######## dnn_layer_seq ########
dnn_layer_seq/cell_classes.png
Scale: 2 px per um.
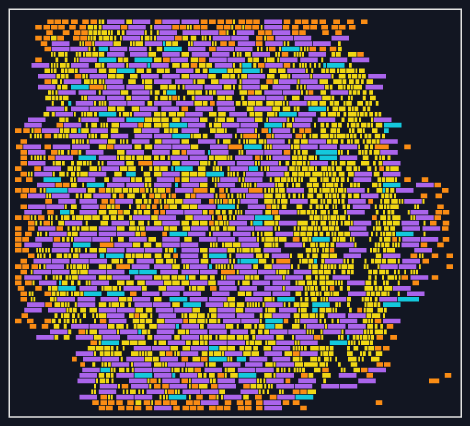
dnn_layer_seq/final_placement.png
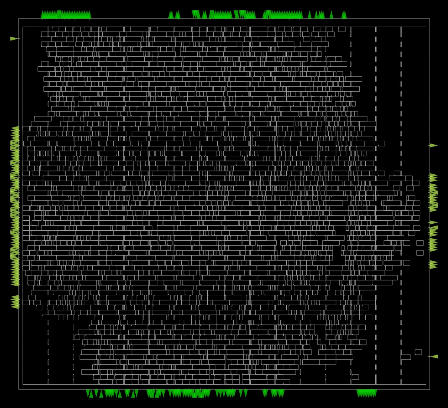
### src/rtl/dnn_layer_seq.sv
// Layer sequencer: runs the single-neuron DNN master once per output neuron of a layer.
// Optional cycle counter at offset 8 is built when DNN_SEQ_PERF_EN is defined.
module dnn_layer_seq (
  input  logic        clk,
  input  logic        rst_n,
  input  logic [3:0]  slave_address,
  input  logic        slave_read,
  input  logic        slave_write,
  input  logic [31:0] slave_writedata,
  output logic [31:0] slave_readdata,
  output logic        slave_waitrequest,
  output logic [31:0] bias_v_addr,
  output logic [31:0] weight_m_addr,
  output logic [31:0] activ_addr,
  output logic [31:0] out_activ_addr,
  output logic [31:0] activ_len,
  output logic [31:0] relu,
  output logic        enable,
  input  logic        operating
);

  localparam logic [1:0] StIdle  = 2'd0;
  localparam logic [1:0] StIssue = 2'd1;
  localparam logic [1:0] StWdone = 2'd2;
  localparam logic [1:0] StNext  = 2'd3;

  logic [1:0]  state_q, state_d;
  logic [31:0] bias_q, weight_q, activ_q, out_q, n_q, m_q, relu_q;
  logic [31:0] bias_run_q, weight_run_q, out_run_q, activ_run_q, len_run_q, relu_run_q;
  logic [31:0] step_q, m_run_q, j_q;
  logic [31:0] rdata_q, rdata_d, perf_val;
  logic        start, last, rd_accept;

  assign start     = slave_write && (slave_address == 4'd0) && (state_q == StIdle);
  assign last      = (j_q + 32'd1) == m_run_q;
  assign rd_accept = slave_read && !slave_waitrequest;

  // Only the status read blocks; it is released once the layer is back in idle.
  assign slave_waitrequest = slave_read && (slave_address == 4'd0) && (state_q != StIdle);

  always_comb begin
    state_d = state_q;
    case (state_q)
      StIdle:  if (start && (m_q != 32'd0)) state_d = StIssue;
      StIssue: if (operating) state_d = StWdone;
      StWdone: if (!operating) state_d = StNext;
      StNext:  state_d = last ? StIdle : StIssue;
      default: state_d = StIdle;
    endcase
  end

  always_ff @(posedge clk or negedge rst_n) begin
    if (!rst_n) state_q <= StIdle;
    else        state_q <= state_d;
  end

  // Shadow registers accept writes in any state; the running layer works from its snapshot.
  always_ff @(posedge clk or negedge rst_n) begin
    if (!rst_n) begin
      bias_q   <= '0;
      weight_q <= '0;
      activ_q  <= '0;
      out_q    <= '0;
      n_q      <= '0;
      m_q      <= '0;
      relu_q   <= '0;
    end else if (slave_write) begin
      case (slave_address)
        4'd1:    bias_q   <= slave_writedata;
        4'd2:    weight_q <= slave_writedata;
        4'd3:    activ_q  <= slave_writedata;
        4'd4:    out_q    <= slave_writedata;
        4'd5:    n_q      <= slave_writedata;
        4'd6:    m_q      <= slave_writedata;
        4'd7:    relu_q   <= slave_writedata;
        default: ;
      endcase
    end
  end

  // Weight row advances by 4*N per neuron through accumulation, so no multiplier is needed.
  always_ff @(posedge clk or negedge rst_n) begin
    if (!rst_n) begin
      bias_run_q   <= '0;
      weight_run_q <= '0;
      out_run_q    <= '0;
      activ_run_q  <= '0;
      len_run_q    <= '0;
      relu_run_q   <= '0;
      step_q       <= '0;
      m_run_q      <= '0;
      j_q          <= '0;
    end else if (start) begin
      bias_run_q   <= bias_q;
      weight_run_q <= weight_q;
      out_run_q    <= out_q;
      activ_run_q  <= activ_q;
      len_run_q    <= n_q;
      relu_run_q   <= relu_q;
      step_q       <= n_q << 2;
      m_run_q      <= m_q;
      j_q          <= '0;
    end else if (state_q == StNext) begin
      bias_run_q   <= bias_run_q + 32'd4;
      weight_run_q <= weight_run_q + step_q;
      out_run_q    <= out_run_q + 32'd4;
      j_q          <= j_q + 32'd1;
    end
  end

`ifdef DNN_SEQ_PERF_EN
  logic [31:0] perf_q;

  always_ff @(posedge clk or negedge rst_n) begin
    if (!rst_n) begin
      perf_q <= '0;
    end else if (start) begin
      perf_q <= '0;
    end else if ((state_q != StIdle) && (perf_q != 32'hFFFF_FFFF)) begin
      perf_q <= perf_q + 32'd1;
    end
  end

  assign perf_val = perf_q;
`else
  assign perf_val = '0;
`endif

  always_comb begin
    rdata_d = '0;
    case (slave_address)
      4'd1:    rdata_d = bias_q;
      4'd2:    rdata_d = weight_q;
      4'd3:    rdata_d = activ_q;
      4'd4:    rdata_d = out_q;
      4'd5:    rdata_d = n_q;
      4'd6:    rdata_d = m_q;
      4'd7:    rdata_d = relu_q;
      4'd8:    rdata_d = perf_val;
      default: rdata_d = '0;
    endcase
  end

  always_ff @(posedge clk or negedge rst_n) begin
    if (!rst_n)         rdata_q <= '0;
    else if (rd_accept) rdata_q <= rdata_d;
  end

  assign slave_readdata = rdata_q;
  assign bias_v_addr    = bias_run_q;
  assign weight_m_addr  = weight_run_q;
  assign out_activ_addr = out_run_q;
  assign activ_addr     = activ_run_q;
  assign activ_len      = len_run_q;
  assign relu           = relu_run_q;
  assign enable         = (state_q == StIssue);

endmodule

### config.mk
export PLATFORM = sky130hd
export DESIGN_NAME = dnn_layer_seq
export DESIGN_NICKNAME = d
export VERILOG_FILES = /design/src/rtl/dnn_layer_seq.sv
export SDC_FILE = /design/constraint.sdc
export NUM_CORES = 1
export LEC_CHECK = 0
export CAP_MARGIN = 20
export CORE_ASPECT_RATIO = 0.9
export CORE_MARGIN = 2
export CORE_UTILIZATION = 55
export CTS_CLUSTER_DIAMETER = 150
export DETAILED_ROUTE_END_ITERATION = 10
export GPL_ROUTABILITY_DRIVEN = 0
export PLACE_DENSITY = 0.84
export SLEW_MARGIN = 5
export SYNTH_ARGS = -nofsm -noshare
export SYNTH_HDL_FRONTEND = slang
export SYNTH_SLANG_ARGS = --single-unit
### constraint.sdc
create_clock -name clk -period 3.8 [get_ports clk]
set_input_delay 0.38 -clock clk [delete_from_list [all_inputs] [get_ports clk]]
set_output_delay 0.38 -clock clk [all_outputs]
set_load 0.05 [all_outputs]
==> ci_impl_report.md <==
### Yosys + OpenROAD results

| Metric | Value |
|---|---|
| Comb pwr | about 9.2 mW |
| Final Slew Violations | 0 |
| Maximum VDD drop | between 0.0006 and 0.0007 V |
| Via count of the first global-routing pass | roughly 20000 |
| Status | completed |
| Clk network pwr share | between 20 and 25% |
| Reg2reg path depth | 12 |
| CTS clk-pin slew, worst paths | around 0.060 ns |
| DR vias | about 20000 |
| Post-DP Area | 0.0277 sq mm |
| Clock Buffer Count | approximately 74 |
| Top-Level Pins | ~270 |
| Startpoint types | flop |
| Clock-cell share of area | 5.59% |
| Initial detailed-routing violation count | ~2400 |
| Clock root buffer | clkbuf_16 |
| Gate Area | about 0.011 sq mm |
| FP Core Util | a little under three fifths |
| # resized after CTS | 0 |
| Critical Path AT | roughly 4.0 ns |
| R2R setup slack | about 0.25 ns |
| Seq share, synth | roughly 53% |
| GRT overflow | 0 |
| Cells after synthesis | around 2300 |
| Mux share | 11.5% |
| Synth warn | 0 |
| Yosys simple share | about 16% |
| Switch share | a little over two fifths |
## Picture notes: dnn_layer_seq/cell_classes.png
legend:
  clock drivers and dummy loads:
    color: cyan
    cells: 89
  all other logic:
    color: yellow
    cells: 1699
  flops:
    color: purple
    cells: 514
  other buffers and delay cells:
    color: orange
    cells: 326

## Picture notes: dnn_layer_seq/final_placement.png
Tap Count: 555
Non-Filler Instances: 3185
area of the core: 0.0432 sq mm


######## trace_udma_rx_arbiter ########
trace_udma_rx_arbiter/final_placement.png
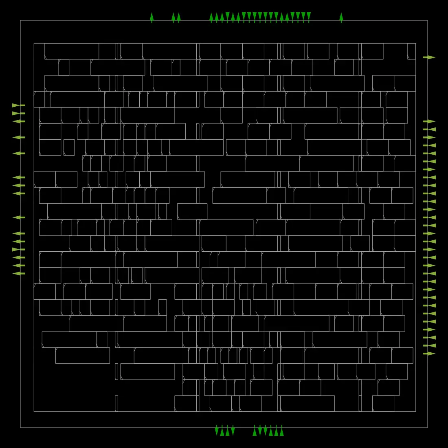
trace_udma_rx_arbiter/registers.png
Scale: 6 px per um. Other sequential cells in the stronger gray, the rest of the logic in the fainter gray.
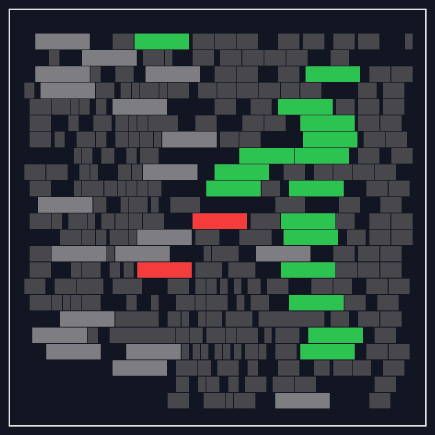
trace_udma_rx_arbiter/drive_strength.png
Scale: 6 px per um.
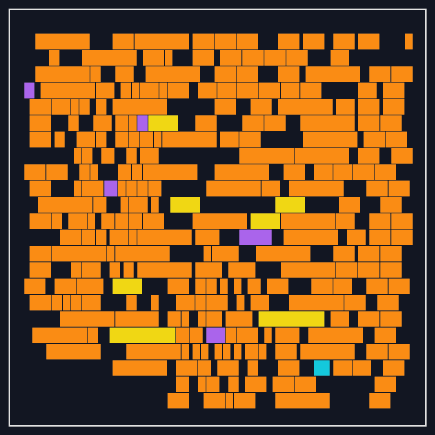
## config.mk

```make
export PLATFORM = sky130hd
export DESIGN_NAME = trace_udma_rx_arbiter
export DESIGN_NICKNAME = d
export VERILOG_FILES = /design/src/rtl/trace_udma_rx_arbiter.sv
export SDC_FILE = /design/constraint.sdc
export NUM_CORES = 1
export LEC_CHECK = 0
export CORE_MARGIN = 2
export CORE_UTILIZATION = 47
export CTS_CLUSTER_DIAMETER = 30
export DETAILED_ROUTE_END_ITERATION = 8
export HOLD_SLACK_MARGIN = 0.02
export PLACE_DENSITY = 0.95
export SLEW_MARGIN = 20
export SYNTH_ARGS = -nofsm -noshare
export SYNTH_HDL_FRONTEND = slang
export SYNTH_SLANG_ARGS = --single-unit
```

## constraint.sdc

```tcl
create_clock -name clk_i -period 4.9 [get_ports clk_i]
set_input_delay 1.47 -clock clk_i [delete_from_list [all_inputs] [get_ports clk_i]]
set_output_delay 1.47 -clock clk_i [all_outputs]
set_load 0.02 [all_outputs]
```

## src/rtl/trace_udma_rx_arbiter.sv

```systemverilog
// Round-robin, packet-atomic arbiter that feeds trace packets into the uDMA RX
// channel through a single output register, and discards packets while RX is off.
module trace_udma_rx_arbiter #(
    parameter int unsigned NUM_SRC = 2,
    parameter int unsigned CNT_W   = 16
) (
    input  logic                  clk_i,
    input  logic                  rst_ni,
    input  logic [16*NUM_SRC-1:0] src_data_i,
    input  logic [NUM_SRC-1:0]    src_valid_i,
    input  logic [NUM_SRC-1:0]    src_last_i,
    output logic [NUM_SRC-1:0]    src_ready_o,
    input  logic                  rx_en_i,
    output logic [15:0]           data_rx_data_o,
    output logic                  data_rx_valid_o,
    input  logic                  data_rx_ready_i,
    output logic [1:0]            data_rx_datasize_o,
    input  logic                  drop_clr_i,
    output logic [CNT_W-1:0]      drop_cnt_o,
    output logic                  busy_o
);

    localparam int unsigned PW = (NUM_SRC > 1) ? $clog2(NUM_SRC) : 1;

    typedef enum logic [1:0] {
        IDLE,
        FWD,
        DROP
    } state_e;

    state_e          state_q, state_d;
    logic [PW-1:0]   grant_q, grant_d;
    logic [PW-1:0]   rr_q, rr_d;
    logic [PW-1:0]   grant_inc;
    logic [PW-1:0]   pick;
    logic            found;
    logic            out_valid_q;
    logic [15:0]     out_data_q;
    logic            can_load;
    logic            fwd_fire;
    logic            drop_fire;
    logic            out_clr_drop;
    logic            cur_valid;
    logic            cur_last;
    logic [15:0]     cur_data;
    logic [1:0]      inc;
    logic [CNT_W:0]  sum;
    logic [CNT_W-1:0] drop_q;

    assign can_load     = !out_valid_q || data_rx_ready_i;
    assign cur_valid    = src_valid_i[grant_q];
    assign cur_last     = src_last_i[grant_q];
    assign cur_data     = src_data_i[16*grant_q +: 16];
    assign out_clr_drop = !rx_en_i && out_valid_q;
    assign grant_inc    = (32'(grant_q) == NUM_SRC - 1) ? '0 : grant_q + 1'b1;

    // First requesting source at or after the round-robin pointer
    always_comb begin
        int unsigned idx;
        found = 1'b0;
        pick  = '0;
        idx   = 0;
        for (int unsigned i = 0; i < NUM_SRC; i++) begin
            idx = (32'(rr_q) + i) % NUM_SRC;
            if (!found && src_valid_i[idx]) begin
                found = 1'b1;
                pick  = PW'(idx);
            end
        end
    end

    // Packet FSM: next state, grant, pointer and source handshakes
    always_comb begin
        state_d     = state_q;
        grant_d     = grant_q;
        rr_d        = rr_q;
        src_ready_o = '0;
        fwd_fire    = 1'b0;
        drop_fire   = 1'b0;
        unique case (state_q)
            IDLE: begin
                if (rx_en_i && found) begin
                    grant_d = pick;
                    state_d = FWD;
                end
            end
            FWD: begin
                if (!rx_en_i) begin
                    state_d = DROP;
                end else begin
                    src_ready_o[grant_q] = can_load;
                    if (can_load && cur_valid) begin
                        fwd_fire = 1'b1;
                        if (cur_last) begin
                            rr_d    = grant_inc;
                            state_d = IDLE;
                        end
                    end
                end
            end
            DROP: begin
                src_ready_o[grant_q] = 1'b1;
                if (cur_valid) begin
                    drop_fire = 1'b1;
                    if (cur_last) begin
                        rr_d    = grant_inc;
                        state_d = IDLE;
                    end
                end
            end
            default: state_d = IDLE;
        endcase
    end

    // FSM, grant and round-robin pointer registers
    always_ff @(posedge clk_i or negedge rst_ni) begin
        if (!rst_ni) begin
            state_q <= IDLE;
            grant_q <= '0;
            rr_q    <= '0;
        end else begin
            state_q <= state_d;
            grant_q <= grant_d;
            rr_q    <= rr_d;
        end
    end

    // Output register; flushed whenever the RX channel is disabled
    always_ff @(posedge clk_i or negedge rst_ni) begin
        if (!rst_ni) begin
            out_valid_q <= 1'b0;
            out_data_q  <= '0;
        end else if (!rx_en_i) begin
            out_valid_q <= 1'b0;
            out_data_q  <= '0;
        end else if (can_load) begin
            out_valid_q <= fwd_fire;
            if (fwd_fire) begin
                out_data_q <= cur_data;
            end
        end
    end

    // A drained beat and a flushed output beat can both count in one cycle
    always_comb begin
        inc = 2'(drop_fire) + 2'(out_clr_drop);
        sum = {1'b0, drop_q} + (CNT_W+1)'(inc);
    end

    // Saturating dropped-beat counter, clear wins over increments
    always_ff @(posedge clk_i or negedge rst_ni) begin
        if (!rst_ni) begin
            drop_q <= '0;
        end else if (drop_clr_i) begin
            drop_q <= '0;
        end else if (sum[CNT_W]) begin
            drop_q <= '1;
        end else begin
            drop_q <= sum[CNT_W-1:0];
        end
    end

    assign data_rx_data_o     = out_data_q;
    assign data_rx_valid_o    = out_valid_q;
    assign data_rx_datasize_o = 2'b01;
    assign drop_cnt_o         = drop_q;
    assign busy_o             = (state_q != IDLE) || out_valid_q;

endmodule
```

==> ci_impl_report.md <==
### Yosys + OpenROAD results

| Metric | Value |
|---|---|
| Met3 wire length | 359 um |
| Slowest cell delay on critical path | 0.61 ns |
| Dominant delay contributor by cell family on the critical path | buffers and inverters |
| CP max FO | 7 |
| Max Fclk | around 0.22 GHz |
| Grt met1 use | 24.0% |
| Num Clock Sinks | 37 |
| Final core occ | approximately 70% |
| Clk network pwr share | 25.5% |
| GRT overflow | 0 |
| Crit path kind | input port to output port |
| Flop pwr share | 33.2% |
| Reg2reg start | state_q[0] |
| Initial detailed-routing violation count | ~82 |
| Hold WS | 0.489 ns |
| Largest class | logic gates |
| Hold_sp | data_rx_data_o[3] |
| Status | completed |
| Routed len/inst | between 15 and 20 um |
| GP Congestion | about 0.84 |
| Maximum VDD drop | ~0.00029 V |
## Picture notes: trace_udma_rx_arbiter/final_placement.png
row count: 23
Non-Filler Instances: 319
Seq/total area: 31.8%
area of the core: 0.00406 sq mm
Tap Count: 50

## Picture notes: trace_udma_rx_arbiter/registers.png
legend:
  state_q:
    color: red
    placed_flops: 2
  data_rx_data_o:
    color: green
    placed_flops: 16
not colored: 19

## Picture notes: trace_udma_rx_arbiter/drive_strength.png
legend:
  drive 6 and up:
    color: yellow
    cells: 7
    share: 2.6%
  drive 2:
    color: purple
    cells: 5
    share: 1.9%
  drive 1 or less:
    color: orange
    cells: 256
    share: 95%
  drive 3 to 4:
    color: cyan
    cells: 1
    share: 0.37%


######## arb_rr_param ########
**src/rtl/arb_rr_param.sv**
```systemverilog
// arb_rr_param: round-robin arbiter that multiplexes NREQ requester channels
// onto a single memory-side master port.
// The winning request is registered onto the master port, and completion is
// returned only to the granted channel.
// Optional feature: define ARB_LOCK_EN to let a channel keep the grant for up
// to MAX_LOCK back-to-back transactions while it holds lock_a.
module arb_rr_param #(
  parameter int NREQ     = 4,
  parameter int AW       = 64,
  parameter int DW       = 64,
  parameter int IDXW     = $clog2(NREQ),
  parameter int MAX_LOCK = 4
) (
  input  logic               clk,
  input  logic               reset,
  input  logic [NREQ*AW-1:0] addr_a,
  input  logic [NREQ*DW-1:0] dout_a,
  output logic [NREQ*DW-1:0] din_a,
  input  logic [NREQ-1:0]    req_a,
  input  logic [NREQ-1:0]    wr_a,
  output logic [NREQ-1:0]    rdy_a,
  input  logic [NREQ-1:0]    lock_a,
  output logic [AW-1:0]      addr_m,
  output logic [DW-1:0]      dout_m,
  input  logic [DW-1:0]      din_m,
  output logic               req_m,
  output logic               wr_m,
  input  logic               rdy_m,
  output logic [IDXW-1:0]    grant_idx,
  output logic               busy
);

  typedef enum logic {
    IDLE = 1'b0,
    BUSY = 1'b1
  } state_t;

  state_t          state_q, state_d;
  logic [IDXW-1:0] last_q, last_d;
  logic [IDXW-1:0] grant_idx_q, grant_idx_d;
  logic [AW-1:0]   addr_m_q, addr_m_d;
  logic [DW-1:0]   dout_m_q, dout_m_d;
  logic            wr_m_q, wr_m_d;

  logic            rr_found;
  logic [IDXW-1:0] rr_idx;
  logic [IDXW-1:0] cand;

  logic            win_valid;
  logic [IDXW-1:0] win_idx;

`ifdef ARB_LOCK_EN
  // lock_cnt counts the grants in the current run to one channel: the
  // round-robin grant that opens a run counts as 1, and each lock-priority
  // grant adds 1. Capping it at MAX_LOCK bounds a run to MAX_LOCK grants.
  localparam int LCW = $clog2(MAX_LOCK + 1);

  logic [LCW-1:0]  lock_cnt_q, lock_cnt_d;
  logic            lock_hold_q, lock_hold_d;
  logic            win_locked;
`else
  logic            unused_lock;
  assign unused_lock = ^{lock_a, MAX_LOCK[0]};
`endif

  // Round-robin search: starts one past the last completed grant and wraps.
  always_comb begin
    rr_found = 1'b0;
    rr_idx   = '0;
    cand     = '0;
    for (int off = 1; off <= NREQ; off++) begin
      cand = IDXW'((int'(last_q) + off) % NREQ);
      if (!rr_found && req_a[cand]) begin
        rr_found = 1'b1;
        rr_idx   = cand;
      end
    end
  end

  // Winner selection: a held lock takes priority over round-robin order.
  always_comb begin
    win_valid = rr_found;
    win_idx   = rr_idx;
`ifdef ARB_LOCK_EN
    win_locked = 1'b0;
    if (lock_hold_q && req_a[grant_idx_q]) begin
      win_valid  = 1'b1;
      win_idx    = grant_idx_q;
      win_locked = 1'b1;
    end
`endif
  end

  // Next-state logic: capture the winner in IDLE and release on rdy_m in BUSY.
  always_comb begin
    state_d     = state_q;
    last_d      = last_q;
    grant_idx_d = grant_idx_q;
    addr_m_d    = addr_m_q;
    dout_m_d    = dout_m_q;
    wr_m_d      = wr_m_q;
`ifdef ARB_LOCK_EN
    lock_cnt_d  = lock_cnt_q;
    lock_hold_d = lock_hold_q;
`endif
    case (state_q)
      IDLE: begin
        if (win_valid) begin
          state_d     = BUSY;
          grant_idx_d = win_idx;
          addr_m_d    = addr_a[win_idx*AW +: AW];
          dout_m_d    = dout_a[win_idx*DW +: DW];
          wr_m_d      = wr_a[win_idx];
`ifdef ARB_LOCK_EN
          lock_hold_d = 1'b0;
          lock_cnt_d  = win_locked ? lock_cnt_q + LCW'(1) : LCW'(1);
`endif
        end
      end
      BUSY: begin
        if (rdy_m) begin
          state_d = IDLE;
          last_d  = grant_idx_q;
`ifdef ARB_LOCK_EN
          if (lock_a[grant_idx_q] && (lock_cnt_q < LCW'(MAX_LOCK))) begin
            last_d      = last_q;
            lock_hold_d = 1'b1;
          end
`endif
        end
      end
      default: begin
        state_d = IDLE;
      end
    endcase
  end

  // State register with synchronous reset; last starts at NREQ-1 so channel 0 goes first.
  always_ff @(posedge clk) begin
    if (reset) begin
      state_q     <= IDLE;
      last_q      <= IDXW'(NREQ - 1);
      grant_idx_q <= '0;
      addr_m_q    <= '0;
      dout_m_q    <= '0;
      wr_m_q      <= 1'b0;
`ifdef ARB_LOCK_EN
      lock_cnt_q  <= '0;
      lock_hold_q <= 1'b0;
`endif
    end else begin
      state_q     <= state_d;
      last_q      <= last_d;
      grant_idx_q <= grant_idx_d;
      addr_m_q    <= addr_m_d;
      dout_m_q    <= dout_m_d;
      wr_m_q      <= wr_m_d;
`ifdef ARB_LOCK_EN
      lock_cnt_q  <= lock_cnt_d;
      lock_hold_q <= lock_hold_d;
`endif
    end
  end

  // Completion goes only to the granted channel; an rdy_m pulse outside BUSY is ignored.
  always_comb begin
    rdy_a = '0;
    if ((state_q == BUSY) && rdy_m && !reset) begin
      rdy_a[grant_idx_q] = 1'b1;
    end
  end

  assign din_a     = {NREQ{din_m}};
  assign addr_m    = addr_m_q;
  assign dout_m    = dout_m_q;
  assign wr_m      = wr_m_q;
  assign req_m     = (state_q == BUSY);
  assign busy      = (state_q == BUSY);
  assign grant_idx = grant_idx_q;

endmodule

```
**config.mk**
```make
export PLATFORM = sky130hd
export DESIGN_NAME = arb_rr_param
export DESIGN_NICKNAME = d
export VERILOG_FILES = /design/src/rtl/arb_rr_param.sv
export SDC_FILE = /design/constraint.sdc
export NUM_CORES = 1
export LEC_CHECK = 0
export CAP_MARGIN = 20
export CORE_AREA = 2 2 385 387
export CTS_BUF_LIST = sky130_fd_sc_hd__clkbuf_2
export CTS_CLUSTER_DIAMETER = 50
export DETAILED_ROUTE_END_ITERATION = 7
export DIE_AREA = 0 0 387 389
export PLACE_DENSITY = 0.31
export SKIP_LAST_GASP = 1
export SYNTH_ARGS = -nofsm -noshare
export SYNTH_HDL_FRONTEND = slang
export SYNTH_SLANG_ARGS = --single-unit
```
**constraint.sdc**
```tcl
create_clock -name clk -period 3 [get_ports clk]
set_input_delay 0.6 -clock clk [delete_from_list [all_inputs] [get_ports clk]]
set_output_delay 0.6 -clock clk [all_outputs]
set_load 0.005 [all_outputs]
```
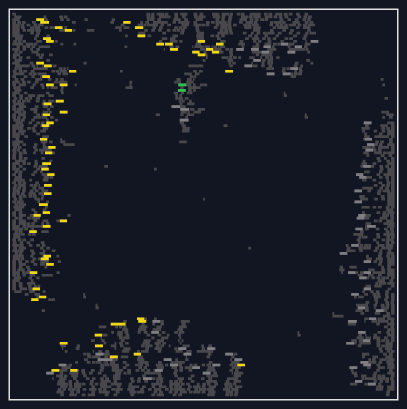
arb_rr_param/registers.png
Scale: 1 px per um. Other sequential cells in the stronger gray, the rest of the logic in the fainter gray.
legend:
  dout_m:
    color: yellow
    placed_flops: 64
  last_q:
    color: green
    placed_flops: 2
not colored: 68
Reg area: 0.00278 sq mm
final core occ: 16.1%
seq pwr: 2.17 mW

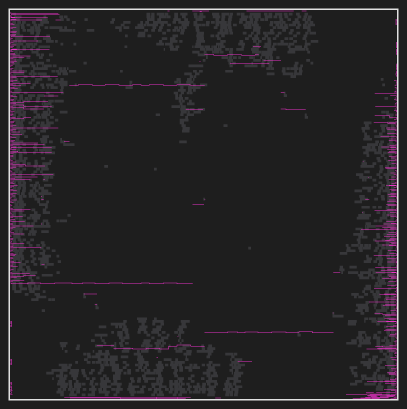
arb_rr_param/met3.png
Scale: 1 px per um. Cells faint in the background.
wire length on this layer: 4550 um
longest straight run: 126 um
share of all routed wire: 7.3%
nets with wire on the layer: 416
M3 GR Usage: 2.92%
DR vias: 11300
Post-Route WL: 62200 um

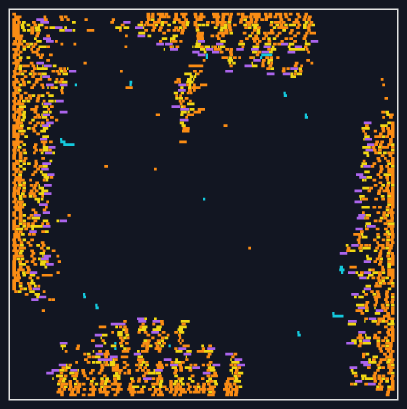
arb_rr_param/cell_classes.png
Scale: 1 px per um.
legend:
  all other logic:
    color: yellow
    cells: 552
  clock drivers and dummy loads:
    color: cyan
    cells: 31
  other buffers and delay cells:
    color: orange
    cells: 1273
  flops:
    color: purple
    cells: 134
area of the core: 0.147 sq mm
Seq/total area: 11.8%
Final Instance Area: 0.0237 sq mm

==> ci_impl_report.md <==
### Yosys + OpenROAD results

| Metric | Value |
|---|---|
| Status | finished, violations left |
| Failing checks | negative setup slack |
| CP max FO | 22 |
| Worst-path cell chain | dlygate4sd3_1, clkdlybuf4s50_1, nand2b_1, a21oi_1, a211oi_4, buf_4, buf_12, mux2i_1, dlygate4sd3_1, o221ai_2, dlygate4sd3_1 |
| Fa+ha+maj area frac | 0% |
| Initial antenna violation count | 7 |
| Top cells, area | dfxtp_1 (25%), mux2i_1 (24%), buf_4 (18%) |
| PnR worst setup slack | -0.0430 ns |
| Largest class | buffers |
| Clock Buffer Count | 17 |
| Hold_sp | addr_a[126] |
| Number of setup buffers added after CTS | 8 |
| Dpl ws | -0.154 ns |
| Number of flip-flops and latches | between 100 and 150 |
| Met1 wire length | between 20000 and 25000 um |
| Die area | between 0.15 and 0.2 sq mm |
| Final setup fails | 4 |
| Crit path depth | 11 |
| Crit share post-route | 101% |
| Clk ins delay skew pair | 1.16 ns |
| Maximum VDD drop | approximately 0.00019 V |
| R2R setup slack | 0.13 ns |

######## seq_multiplier_flat ########
seq_multiplier_flat/drive_strength.png
Scale: 2 px per um.
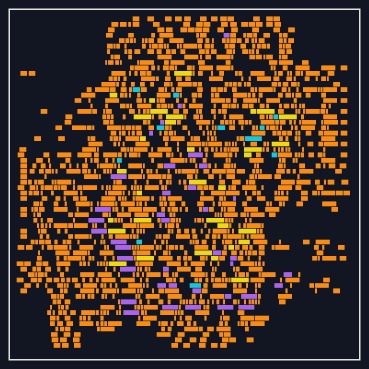
seq_multiplier_flat/final_placement.png
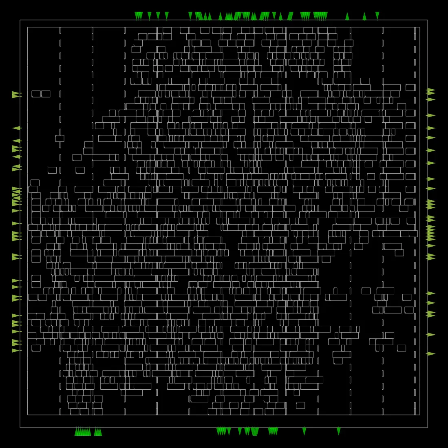
==> src/rtl/seq_multiplier_if.sv <==
// Request/response bundle for the sequential multiplier.
// The master drives the operands and start; the slave reports busy/done and HI/LO.
// Latency and backpressure are properties of the slave and are described there.
interface seq_multiplier_if #(
  parameter int WIDTH = 32
);
  logic             i_start;
  logic             i_is_signed;
  logic [WIDTH-1:0] i_a;
  logic [WIDTH-1:0] i_b;
  logic             o_busy;
  logic             o_done;
  logic [WIDTH-1:0] o_hi;
  logic [WIDTH-1:0] o_lo;

  modport master (
    output i_start, i_is_signed, i_a, i_b,
    input  o_busy, o_done, o_hi, o_lo
  );

  modport slave (
    input  i_start, i_is_signed, i_a, i_b,
    output o_busy, o_done, o_hi, o_lo
  );
endinterface

==> src/rtl/seq_multiplier.sv <==
// Sequential shift-add multiplier producing a 64-bit HI/LO product, signed or unsigned.
// Latency: start sampled at E0 -> HI/LO written and done raised at E33 (one-cycle pulse).
// Backpressure: none; start is only accepted in IDLE and is silently dropped while busy/done.
module seq_multiplier #(
  parameter int WIDTH = 32
) (
  input  logic            clk,
  input  logic            rst,
  seq_multiplier_if.slave bus
);
  localparam int CW = $clog2(WIDTH);

  typedef enum logic [1:0] {
    S_IDLE  = 2'd0,
    S_RUN   = 2'd1,
    S_FIXUP = 2'd2,
    S_DONE  = 2'd3
  } state_t;

  state_t             r_state;
  state_t             w_state_nxt;
  logic               w_busy;
  logic               w_done;

  logic [WIDTH-1:0]   r_mcand;   // multiplicand magnitude
  logic [2*WIDTH-1:0] r_acc;     // {partial product high, partial low / remaining multiplier}
  logic [CW-1:0]      r_cnt;
  logic               r_neg;
  logic [WIDTH-1:0]   r_hi;
  logic [WIDTH-1:0]   r_lo;

  logic [WIDTH-1:0]   w_mag_a;
  logic [WIDTH-1:0]   w_mag_b;
  logic [WIDTH-1:0]   w_addend;
  logic [WIDTH-1:0]   w_sum;
  logic [WIDTH:0]     w_carry;

  // Magnitudes of the live operands; 0x80000000 negates to itself, which is 2^31 unsigned.
  assign w_mag_a = (bus.i_is_signed && bus.i_a[WIDTH-1]) ? (~bus.i_a + 1'b1) : bus.i_a;
  assign w_mag_b = (bus.i_is_signed && bus.i_b[WIDTH-1]) ? (~bus.i_b + 1'b1) : bus.i_b;

  // State register.
  always_ff @(posedge clk) begin
    if (rst) r_state <= S_IDLE;
    else     r_state <= w_state_nxt;
  end

  // Next-state and status decode.
  always_comb begin
    w_state_nxt = r_state;
    w_busy      = 1'b0;
    w_done      = 1'b0;
    case (r_state)
      S_IDLE:  if (bus.i_start) w_state_nxt = S_RUN;
      S_RUN: begin
        w_busy = 1'b1;
        if (r_cnt == CW'(WIDTH - 1)) w_state_nxt = S_FIXUP;
      end
      S_FIXUP: begin
        w_busy      = 1'b1;
        w_state_nxt = S_DONE;
      end
      S_DONE: begin
        w_done      = 1'b1;
        w_state_nxt = S_IDLE;
      end
      default: w_state_nxt = S_IDLE;
    endcase
  end

  // Ripple-carry add of the multiplicand (gated by multiplier LSB) into the upper half, Cin = 0.
  always_comb begin
    w_addend   = r_acc[0] ? r_mcand : '0;
    w_sum      = '0;
    w_carry    = '0;
    for (int i = 0; i < WIDTH; i++) begin
      w_sum[i]       = r_acc[WIDTH+i] ^ w_addend[i] ^ w_carry[i];
      w_carry[i+1]   = (r_acc[WIDTH+i] & w_addend[i]) |
                       (w_carry[i] & (r_acc[WIDTH+i] ^ w_addend[i]));
    end
  end

  // Operand latch, shift-add iterations and final sign correction into HI/LO.
  always_ff @(posedge clk) begin
    if (rst) begin
      r_mcand <= '0;
      r_acc   <= '0;
      r_cnt   <= '0;
      r_neg   <= 1'b0;
      r_hi    <= '0;
      r_lo    <= '0;
    end else begin
      case (r_state)
        S_IDLE: begin
          if (bus.i_start) begin
            r_mcand <= w_mag_a;
            r_acc   <= {{WIDTH{1'b0}}, w_mag_b};
            r_cnt   <= '0;
            r_neg   <= bus.i_is_signed & (bus.i_a[WIDTH-1] ^ bus.i_b[WIDTH-1]);
          end
        end
        S_RUN: begin
          // Carry-out lands in bit 63; the consumed multiplier bit falls off bit 0.
          r_acc <= {w_carry[WIDTH], w_sum, r_acc[WIDTH-1:1]};
          r_cnt <= r_cnt + 1'b1;
        end
        S_FIXUP: begin
          {r_hi, r_lo} <= r_neg ? (~r_acc + 1'b1) : r_acc;
        end
        default: ;
      endcase
    end
  end

  assign bus.o_busy = w_busy;
  assign bus.o_done = w_done;
  assign bus.o_hi   = r_hi;
  assign bus.o_lo   = r_lo;
endmodule

==> src/flat_wrapper.sv <==
// flat-port wrapper written by rule: the top's interface ports become plain ports
module seq_multiplier_flat 
#(
  parameter int WIDTH = 32
)
  (clk, rst, bus_i_start, bus_i_is_signed, bus_i_a, bus_i_b, bus_o_busy, bus_o_done, bus_o_hi, bus_o_lo);
  seq_multiplier_if #(.WIDTH(WIDTH)) bus_i ();
  input  logic clk;
  input  logic rst;
  input wire logic [$bits(bus_i.i_start)-1:0] bus_i_start;
  input wire logic [$bits(bus_i.i_is_signed)-1:0] bus_i_is_signed;
  input wire logic [$bits(bus_i.i_a)-1:0] bus_i_a;
  input wire logic [$bits(bus_i.i_b)-1:0] bus_i_b;
  output wire logic [$bits(bus_i.o_busy)-1:0] bus_o_busy;
  output wire logic [$bits(bus_i.o_done)-1:0] bus_o_done;
  output wire logic [$bits(bus_i.o_hi)-1:0] bus_o_hi;
  output wire logic [$bits(bus_i.o_lo)-1:0] bus_o_lo;
  assign bus_i.i_start = bus_i_start;
  assign bus_i.i_is_signed = bus_i_is_signed;
  assign bus_i.i_a = bus_i_a;
  assign bus_i.i_b = bus_i_b;
  assign bus_o_busy = bus_i.o_busy;
  assign bus_o_done = bus_i.o_done;
  assign bus_o_hi = bus_i.o_hi;
  assign bus_o_lo = bus_i.o_lo;
  seq_multiplier #(.WIDTH(WIDTH)) u_core (.clk(clk), .rst(rst), .bus(bus_i));
endmodule
==> config.mk <==
export PLATFORM = sky130hd
export DESIGN_NAME = seq_multiplier_flat
export DESIGN_NICKNAME = d
export VERILOG_FILES = /design/src/rtl/seq_multiplier_if.sv /design/src/rtl/seq_multiplier.sv /design/src/flat_wrapper.sv
export SDC_FILE = /design/constraint.sdc
export NUM_CORES = 1
export LEC_CHECK = 0
export CORE_MARGIN = 3
export CORE_UTILIZATION = 35
export DETAILED_ROUTE_END_ITERATION = 10
export GPL_TIMING_DRIVEN = 0
export SLEW_MARGIN = 30
export SYNTH_ARGS = -nofsm -noshare
export SYNTH_HDL_FRONTEND = slang
export SYNTH_SLANG_ARGS = --single-unit
==> constraint.sdc <==
create_clock -name clk -period 12.9 [get_ports clk]
set_input_delay 3.225 -clock clk [delete_from_list [all_inputs] [get_ports clk]]
set_output_delay 3.225 -clock clk [all_outputs]
set_load 0.01 [all_outputs]
==> ci_impl_report.md <==
### Yosys + OpenROAD results

| Metric | Value |
|---|---|
| # resized after CTS | 12 |
| Yosys simple share | 22.2% |
| Yosys cell types | 62 |
| Pwr Density | roughly 190 mW/mm^2 |
| Buffering overhead | around 14% |
| 1st-pass router iterations | 5 |
| Critical Path AT | about 13 ns |
| Synth top area share | about 34% |
| Most frequent cells in the layout | nor2_1 (174), dfxtp_1 (166), clkdlybuf4s50_1 (133), nand2_1 (110), a21oi_1 (103) |
| M3 GR Usage | 4.08% |
| Final TNS setup | 0 ns |
| Pint | roughly 1.3 mW |
| Global-route met2 utilization | around a third |
| Crit. End Element | flop |
| Comb pwr | 1.07 mW |
| First-pass GRT wire length | approximately 52000 um |
| DR vias | 9716 |
| Status | completed |
About seq_multiplier_flat/drive_strength.png:
legend:
  drive 3 to 4:
    color: cyan
    cells: 11
    share: 0.78%
  drive 6 and up:
    color: yellow
    cells: 32
    share: 2.3%
  drive 2:
    color: purple
    cells: 38
    share: 2.7%
  drive 1 or less:
    color: orange
    cells: 1327
    share: 94%

About seq_multiplier_flat/final_placement.png:
row count: 61
final core occ: 44.5%
Seq/total area: 27.2%
Tap Count: 378


######## load_store_unit ########
==> src/rtl/load_store_unit.sv <==
// Load/store unit: computes base+offset, checks alignment, range and funct3 legality,
// and performs a single one-cycle access to a RAM controller before returning a response.
module load_store_unit #(
  parameter int unsigned MEM_WORDS = 256
) (
  input  logic        clk,
  input  logic        reset,
  input  logic        req_valid,
  output logic        req_ready,
  input  logic        req_we,
  input  logic [2:0]  req_funct3,
  input  logic [31:0] req_base,
  input  logic [31:0] req_offset,
  input  logic [31:0] req_wdata,
  output logic        ram_we,
  output logic [31:0] ram_addr,
  output logic [31:0] ram_wData,
  output logic [2:0]  ram_control,
  input  logic [31:0] ram_rData,
  output logic        resp_valid,
  output logic [31:0] resp_data,
  output logic        resp_err
);

  localparam int unsigned DW = 32;
  localparam logic [DW:0] ADDR_LIMIT = (DW+1)'(MEM_WORDS) << 2;

  typedef enum logic [1:0] {
    S_IDLE,
    S_CHECK,
    S_ACCESS,
    S_RESP
  } state_t;

  state_t          state;
  logic [DW-1:0]   addr_q;
  logic [DW-1:0]   wdata_q;
  logic [2:0]      funct3_q;
  logic            we_q;

  logic [2:0]      ctl_c;
  logic            illegal_c;
  logic            misalign_c;
  logic            range_err_c;
  logic            err_c;

  // Ready is gated by reset so it is low for the whole time reset is held.
  assign req_ready = (state == S_IDLE) && reset;

  // Decode of the latched request: controller size code and error conditions.
  always_comb begin
    ctl_c       = 3'b000;
    illegal_c   = 1'b0;
    misalign_c  = 1'b0;
    range_err_c = 1'b0;
    case (funct3_q)
      3'b000:  ctl_c = 3'b001;
      3'b001:  ctl_c = 3'b010;
      3'b010:  ctl_c = 3'b000;
      3'b100:  ctl_c = 3'b101;
      3'b101:  ctl_c = 3'b110;
      default: illegal_c = 1'b1;
    endcase
    if (we_q && (funct3_q == 3'b100 || funct3_q == 3'b101)) illegal_c = 1'b1;
    if ((funct3_q == 3'b001 || funct3_q == 3'b101) && addr_q[0]) misalign_c = 1'b1;
    if (funct3_q == 3'b010 && addr_q[1:0] != 2'b00) misalign_c = 1'b1;
    range_err_c = {1'b0, addr_q} >= ADDR_LIMIT;
    err_c = illegal_c || misalign_c || range_err_c;
  end

  // Request FSM; RAM-side outputs only change on entry to ACCESS so they stay glitch-free.
  always_ff @(posedge clk or negedge reset) begin
    if (!reset) begin
      state       <= S_IDLE;
      addr_q      <= '0;
      wdata_q     <= '0;
      funct3_q    <= '0;
      we_q        <= 1'b0;
      ram_we      <= 1'b0;
      ram_addr    <= '0;
      ram_wData   <= '0;
      ram_control <= 3'b000;
      resp_valid  <= 1'b0;
      resp_data   <= '0;
      resp_err    <= 1'b0;
    end else begin
      ram_we     <= 1'b0;
      resp_valid <= 1'b0;
      case (state)
        S_IDLE: begin
          if (req_valid) begin
            addr_q   <= req_base + req_offset;
            wdata_q  <= req_wdata;
            funct3_q <= req_funct3;
            we_q     <= req_we;
            state    <= S_CHECK;
          end
        end
        S_CHECK: begin
          if (err_c) begin
            resp_valid <= 1'b1;
            resp_err   <= 1'b1;
            resp_data  <= '0;
            state      <= S_RESP;
          end else begin
            ram_addr    <= addr_q;
            ram_control <= ctl_c;
            ram_wData   <= wdata_q;
            ram_we      <= we_q;
            state       <= S_ACCESS;
          end
        end
        S_ACCESS: begin
          resp_valid <= 1'b1;
          resp_err   <= 1'b0;
          resp_data  <= we_q ? '0 : ram_rData;
          state      <= S_RESP;
        end
        S_RESP: state <= S_IDLE;
        default: state <= S_IDLE;
      endcase
    end
  end

endmodule

==> config.mk <==
export PLATFORM = sky130hd
export DESIGN_NAME = load_store_unit
export DESIGN_NICKNAME = d
export VERILOG_FILES = /design/src/rtl/load_store_unit.sv
export SDC_FILE = /design/constraint.sdc
export NUM_CORES = 1
export LEC_CHECK = 0
export ABC_AREA = 1
export CAP_MARGIN = 40
export CELL_PAD_IN_SITES_DETAIL_PLACEMENT = 2
export CELL_PAD_IN_SITES_GLOBAL_PLACEMENT = 2
export CORE_MARGIN = 5
export CORE_UTILIZATION = 28
export CTS_BUF_LIST = sky130_fd_sc_hd__clkbuf_8
export CTS_CLUSTER_SIZE = 28
export DETAILED_ROUTE_END_ITERATION = 7
export PLACE_DENSITY = 0.78
export SETUP_SLACK_MARGIN = 0.4
export SYNTH_ARGS = -nofsm -noshare
export SYNTH_HDL_FRONTEND = slang
export SYNTH_SLANG_ARGS = --single-unit
==> constraint.sdc <==
create_clock -name clk -period 2.2 [get_ports clk]
set_input_delay 0.33 -clock clk [delete_from_list [all_inputs] [get_ports clk]]
set_output_delay 0.33 -clock clk [all_outputs]
set_load 0.05 [all_outputs]
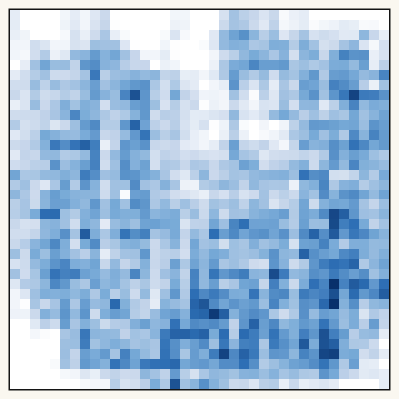
load_store_unit/wire_density.png
Scale: 2 px per um. The die is cut into 38 by 38 equal tiles; white is low, dark blue is high, scaled to the fullest tile. Values are wire area over tile area, all layers added.
emptiest ninth of the die: north
nearly empty tiles: 7.1%
tiles over half the peak: 27%
DR vias: 9368
total track usage: 20.3%
Post-Route WL: 40200 um

==> ci_impl_report.md <==
### Yosys + OpenROAD results

| Metric | Value |
|---|---|
| Status | finished, violations left |
| Failing checks | negative hold slack |
| GRT overflow | 0 |
| Fin. Hold Viols | 1 |
| Final Slew Violations | 0 |
| Cts bufs inserted | 17 |
| Top comb family, area | simple AND/OR/NAND/NOR gates |
| Crit. End Element | flop |
| Hold WS | -0.00450 ns |
| M3 GR Usage | 2.47% |
| Most instantiated library cell after synthesis | nand2_1 |
| # Max-Cap Violations | 0 |
| Log Warnings | 33 |
| Worst-path cell chain | or2_1, nor3_2, nand3_2, nor2_4, nand2_4, buf_12, buf_12, clkbuf_16, o21ai_2 |
| Initial detailed-routing violation count | ~280 |
| CP Launch Point | addr_q[23] |
| Gate Area | a little under 0.005 sq mm |
| Reg area | 0.00430 sq mm |
| Fraction of layout cells with a size suffix above 1 | between 20 and 30% |
| XOR Share, Synth | less than 1% |
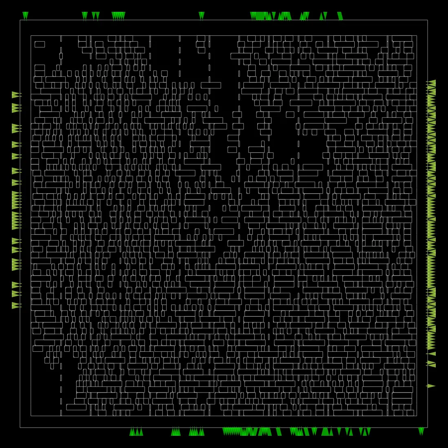
load_store_unit/final_placement.png
Tap Count: 402
fillers: 3496
number of flip-flops and latches: 172
final core occ: 45.9%
area of the core: 0.0317 sq mm


######## mem_port_arbiter ########
===== src/rtl/mem_port_arbiter.sv =====
// mem_port_arbiter
//   Serialises the instruction-fetch (IF) and data-memory (DM) requesters of
//   the pipelined CPU onto one shared memory port using a req/ack handshake.
//   Completed results are held until the pipeline advances. MemStall tells
//   hazard detection to freeze the pipeline while an access in the current
//   pipeline cycle is still outstanding.
//
// Ports
//   clk, rst_n          clock (rising edge), synchronous active-low reset
//   if_req/if_addr      fetch request and address for this pipeline cycle
//   if_rdata/if_valid   fetched instruction, fetch complete this cycle
//   dm_req/dm_we/dm_addr/dm_wdata/dm_wstrb
//                       load/store request for this pipeline cycle
//   dm_rdata/dm_valid   load data (0 for stores), data access complete
//   mem_req/mem_we/mem_addr/mem_wdata/mem_wstrb
//                       shared-port command, taken from the current owner
//   mem_rdata/mem_ack   shared-port read data and completion strobe
//   MemStall            pipeline stall request
module mem_port_arbiter #(
  parameter int ADDR_W = 32,
  parameter int DATA_W = 32
) (
  input  logic                clk,
  input  logic                rst_n,
  input  logic                if_req,
  input  logic [ADDR_W-1:0]   if_addr,
  output logic [DATA_W-1:0]   if_rdata,
  output logic                if_valid,
  input  logic                dm_req,
  input  logic                dm_we,
  input  logic [ADDR_W-1:0]   dm_addr,
  input  logic [DATA_W-1:0]   dm_wdata,
  input  logic [DATA_W/8-1:0] dm_wstrb,
  output logic [DATA_W-1:0]   dm_rdata,
  output logic                dm_valid,
  output logic                mem_req,
  output logic                mem_we,
  output logic [ADDR_W-1:0]   mem_addr,
  output logic [DATA_W-1:0]   mem_wdata,
  output logic [DATA_W/8-1:0] mem_wstrb,
  input  logic [DATA_W-1:0]   mem_rdata,
  input  logic                mem_ack,
  output logic                MemStall
);

  typedef enum logic [1:0] {IDLE, LOCK_DM, LOCK_IF} state_t;
  typedef enum logic [1:0] {OWN_NONE, OWN_IF, OWN_DM} owner_t;

  state_t              state, state_nxt;
  owner_t              owner;
  logic                if_done, dm_done;
  logic [DATA_W-1:0]   if_hold, dm_hold;
  logic                if_pend, dm_pend;
  logic                if_ack, dm_ack;

  assign if_pend = if_req & ~if_done;
  assign dm_pend = dm_req & ~dm_done;

  // Owner selection. Data wins in IDLE (older instruction); a LOCK state
  // pins the owner so the command cannot change mid-transaction. Reset
  // removes the owner, which withdraws mem_req immediately.
  always_comb begin
    owner = OWN_NONE;
    if (rst_n) begin
      case (state)
        IDLE: begin
          if (dm_pend)      owner = OWN_DM;
          else if (if_pend) owner = OWN_IF;
        end
        LOCK_DM: owner = OWN_DM;
        LOCK_IF: owner = OWN_IF;
        default: owner = OWN_NONE;
      endcase
    end
  end

  // Shared-port command from the owner, all zero when unowned.
  always_comb begin
    mem_req   = 1'b0;
    mem_we    = 1'b0;
    mem_addr  = '0;
    mem_wdata = '0;
    mem_wstrb = '0;
    case (owner)
      OWN_IF: begin
        mem_req  = 1'b1;
        mem_addr = if_addr;
      end
      OWN_DM: begin
        mem_req   = 1'b1;
        mem_we    = dm_we;
        mem_addr  = dm_addr;
        mem_wdata = dm_wdata;
        mem_wstrb = dm_wstrb;
      end
      default: ;
    endcase
  end

  assign if_ack = (owner == OWN_IF) & mem_ack;
  assign dm_ack = (owner == OWN_DM) & mem_ack;

  always_comb begin
    state_nxt = state;
    case (state)
      IDLE: begin
        if (!mem_ack) begin
          if (owner == OWN_DM)      state_nxt = LOCK_DM;
          else if (owner == OWN_IF) state_nxt = LOCK_IF;
        end
      end
      LOCK_DM, LOCK_IF: begin
        if (mem_ack) state_nxt = IDLE;
      end
      default: state_nxt = IDLE;
    endcase
  end

  // Bypass the live response in the ack cycle, otherwise present the hold.
  assign if_valid = rst_n & (if_done | if_ack);
  assign dm_valid = rst_n & (dm_done | dm_ack);
  assign if_rdata = if_done ? if_hold : mem_rdata;
  assign dm_rdata = dm_we ? '0 : (dm_done ? dm_hold : mem_rdata);

  assign MemStall = rst_n & ((if_req & ~if_valid) | (dm_req & ~dm_valid));

  // An advancing edge discards results, including one acked on that same
  // edge for a requester that already dropped its request.
  always_ff @(posedge clk) begin
    if (!rst_n) begin
      state   <= IDLE;
      if_done <= 1'b0;
      dm_done <= 1'b0;
      if_hold <= '0;
      dm_hold <= '0;
    end else begin
      state <= state_nxt;
      if (!MemStall) begin
        if_done <= 1'b0;
        dm_done <= 1'b0;
        if_hold <= '0;
        dm_hold <= '0;
      end else begin
        if (if_ack) begin
          if_done <= 1'b1;
          if_hold <= mem_rdata;
        end
        if (dm_ack) begin
          dm_done <= 1'b1;
          dm_hold <= dm_we ? '0 : mem_rdata;
        end
      end
    end
  end

endmodule


===== config.mk =====
export PLATFORM = sky130hd
export DESIGN_NAME = mem_port_arbiter
export DESIGN_NICKNAME = d
export VERILOG_FILES = /design/src/rtl/mem_port_arbiter.sv
export SDC_FILE = /design/constraint.sdc
export NUM_CORES = 1
export LEC_CHECK = 0
export CORE_UTILIZATION = 37
export DETAILED_ROUTE_END_ITERATION = 10
export PLACE_DENSITY_LB_ADDON = 0.15
export SETUP_SLACK_MARGIN = 0.05
export SYNTH_ARGS = -nofsm -noshare
export SYNTH_HDL_FRONTEND = slang
export SYNTH_SLANG_ARGS = --single-unit

===== constraint.sdc =====
create_clock -name clk -period 5.1 [get_ports clk]
set_clock_uncertainty 0.1 [all_clocks]
set_input_delay 1.53 -clock clk [delete_from_list [all_inputs] [get_ports clk]]
set_output_delay 1.53 -clock clk [all_outputs]
set_load 0.05 [all_outputs]

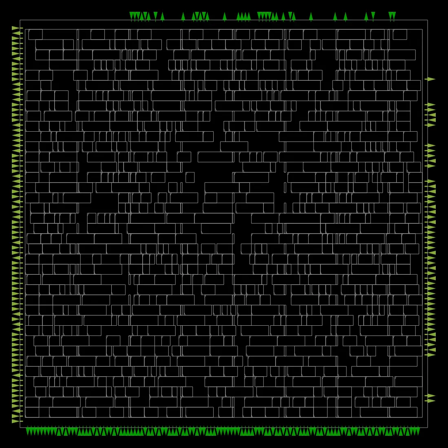
mem_port_arbiter/final_placement.png
final core occ: 74.5%
fillers: 806
row count: 38

==> ci_impl_report.md <==
### Yosys + OpenROAD results

| Metric | Value |
|---|---|
| Least-Margin Pin Slew | roughly 0.65 ns |
| TritonCTS clock tree | built |
| Crit share post-route | a little over nine tenths |
| Cells after synthesis | approximately 550 |
| Inverter count | 4 |
| Ys cells | approximately 550 |
| Final Instance Area | just over 0.008 sq mm |
| Slowest cell on the critical path | clkdlybuf4s50_1 |
| Status | completed |
| Met1 wire length | between 6000 and 7000 um |
| Crit. End Element | output port |
| Nets@finish | 941 |
| Largest power group | combinational cells |
| Via count of the first global-routing pass | 4774 |
| Gate Area | 0.00261 sq mm |


==> notes/layouts.md <==
Pictures saved along the way, in no particular order.

Metal 3.
picture 1
Scale: 1.5 px per um. Cells faint in the background.
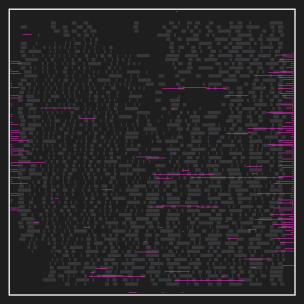
picture 2
Scale: 4 px per um. Cells faint in the background.
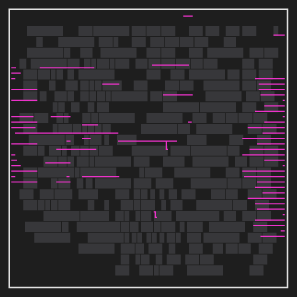
picture 3
Scale: 2 px per um. Cells faint in the background.
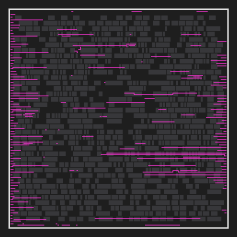
picture 4
Scale: 1.5 px per um. Cells faint in the background.
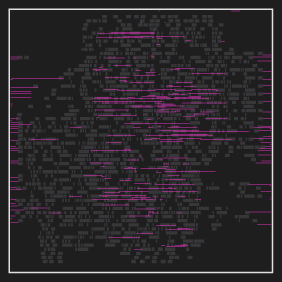
picture 5
Scale: 1 px per um. Cells faint in the background.
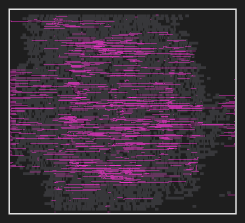
For trace_udma_rx_arbiter, see picture 2.
For dnn_layer_seq, see picture 5.
For seq_multiplier_flat, see picture 4.
For load_store_unit, see picture 1.
For mem_port_arbiter, see picture 3.
Of these, smallest die: picture 2
Of these, largest die: picture 5

Key to picture 5:
nets with wire on the layer: 458
longest straight run: 112 um
main direction: horizontal
share of all routed wire: 12%

Power is estimated from default activity; no workload was simulated.
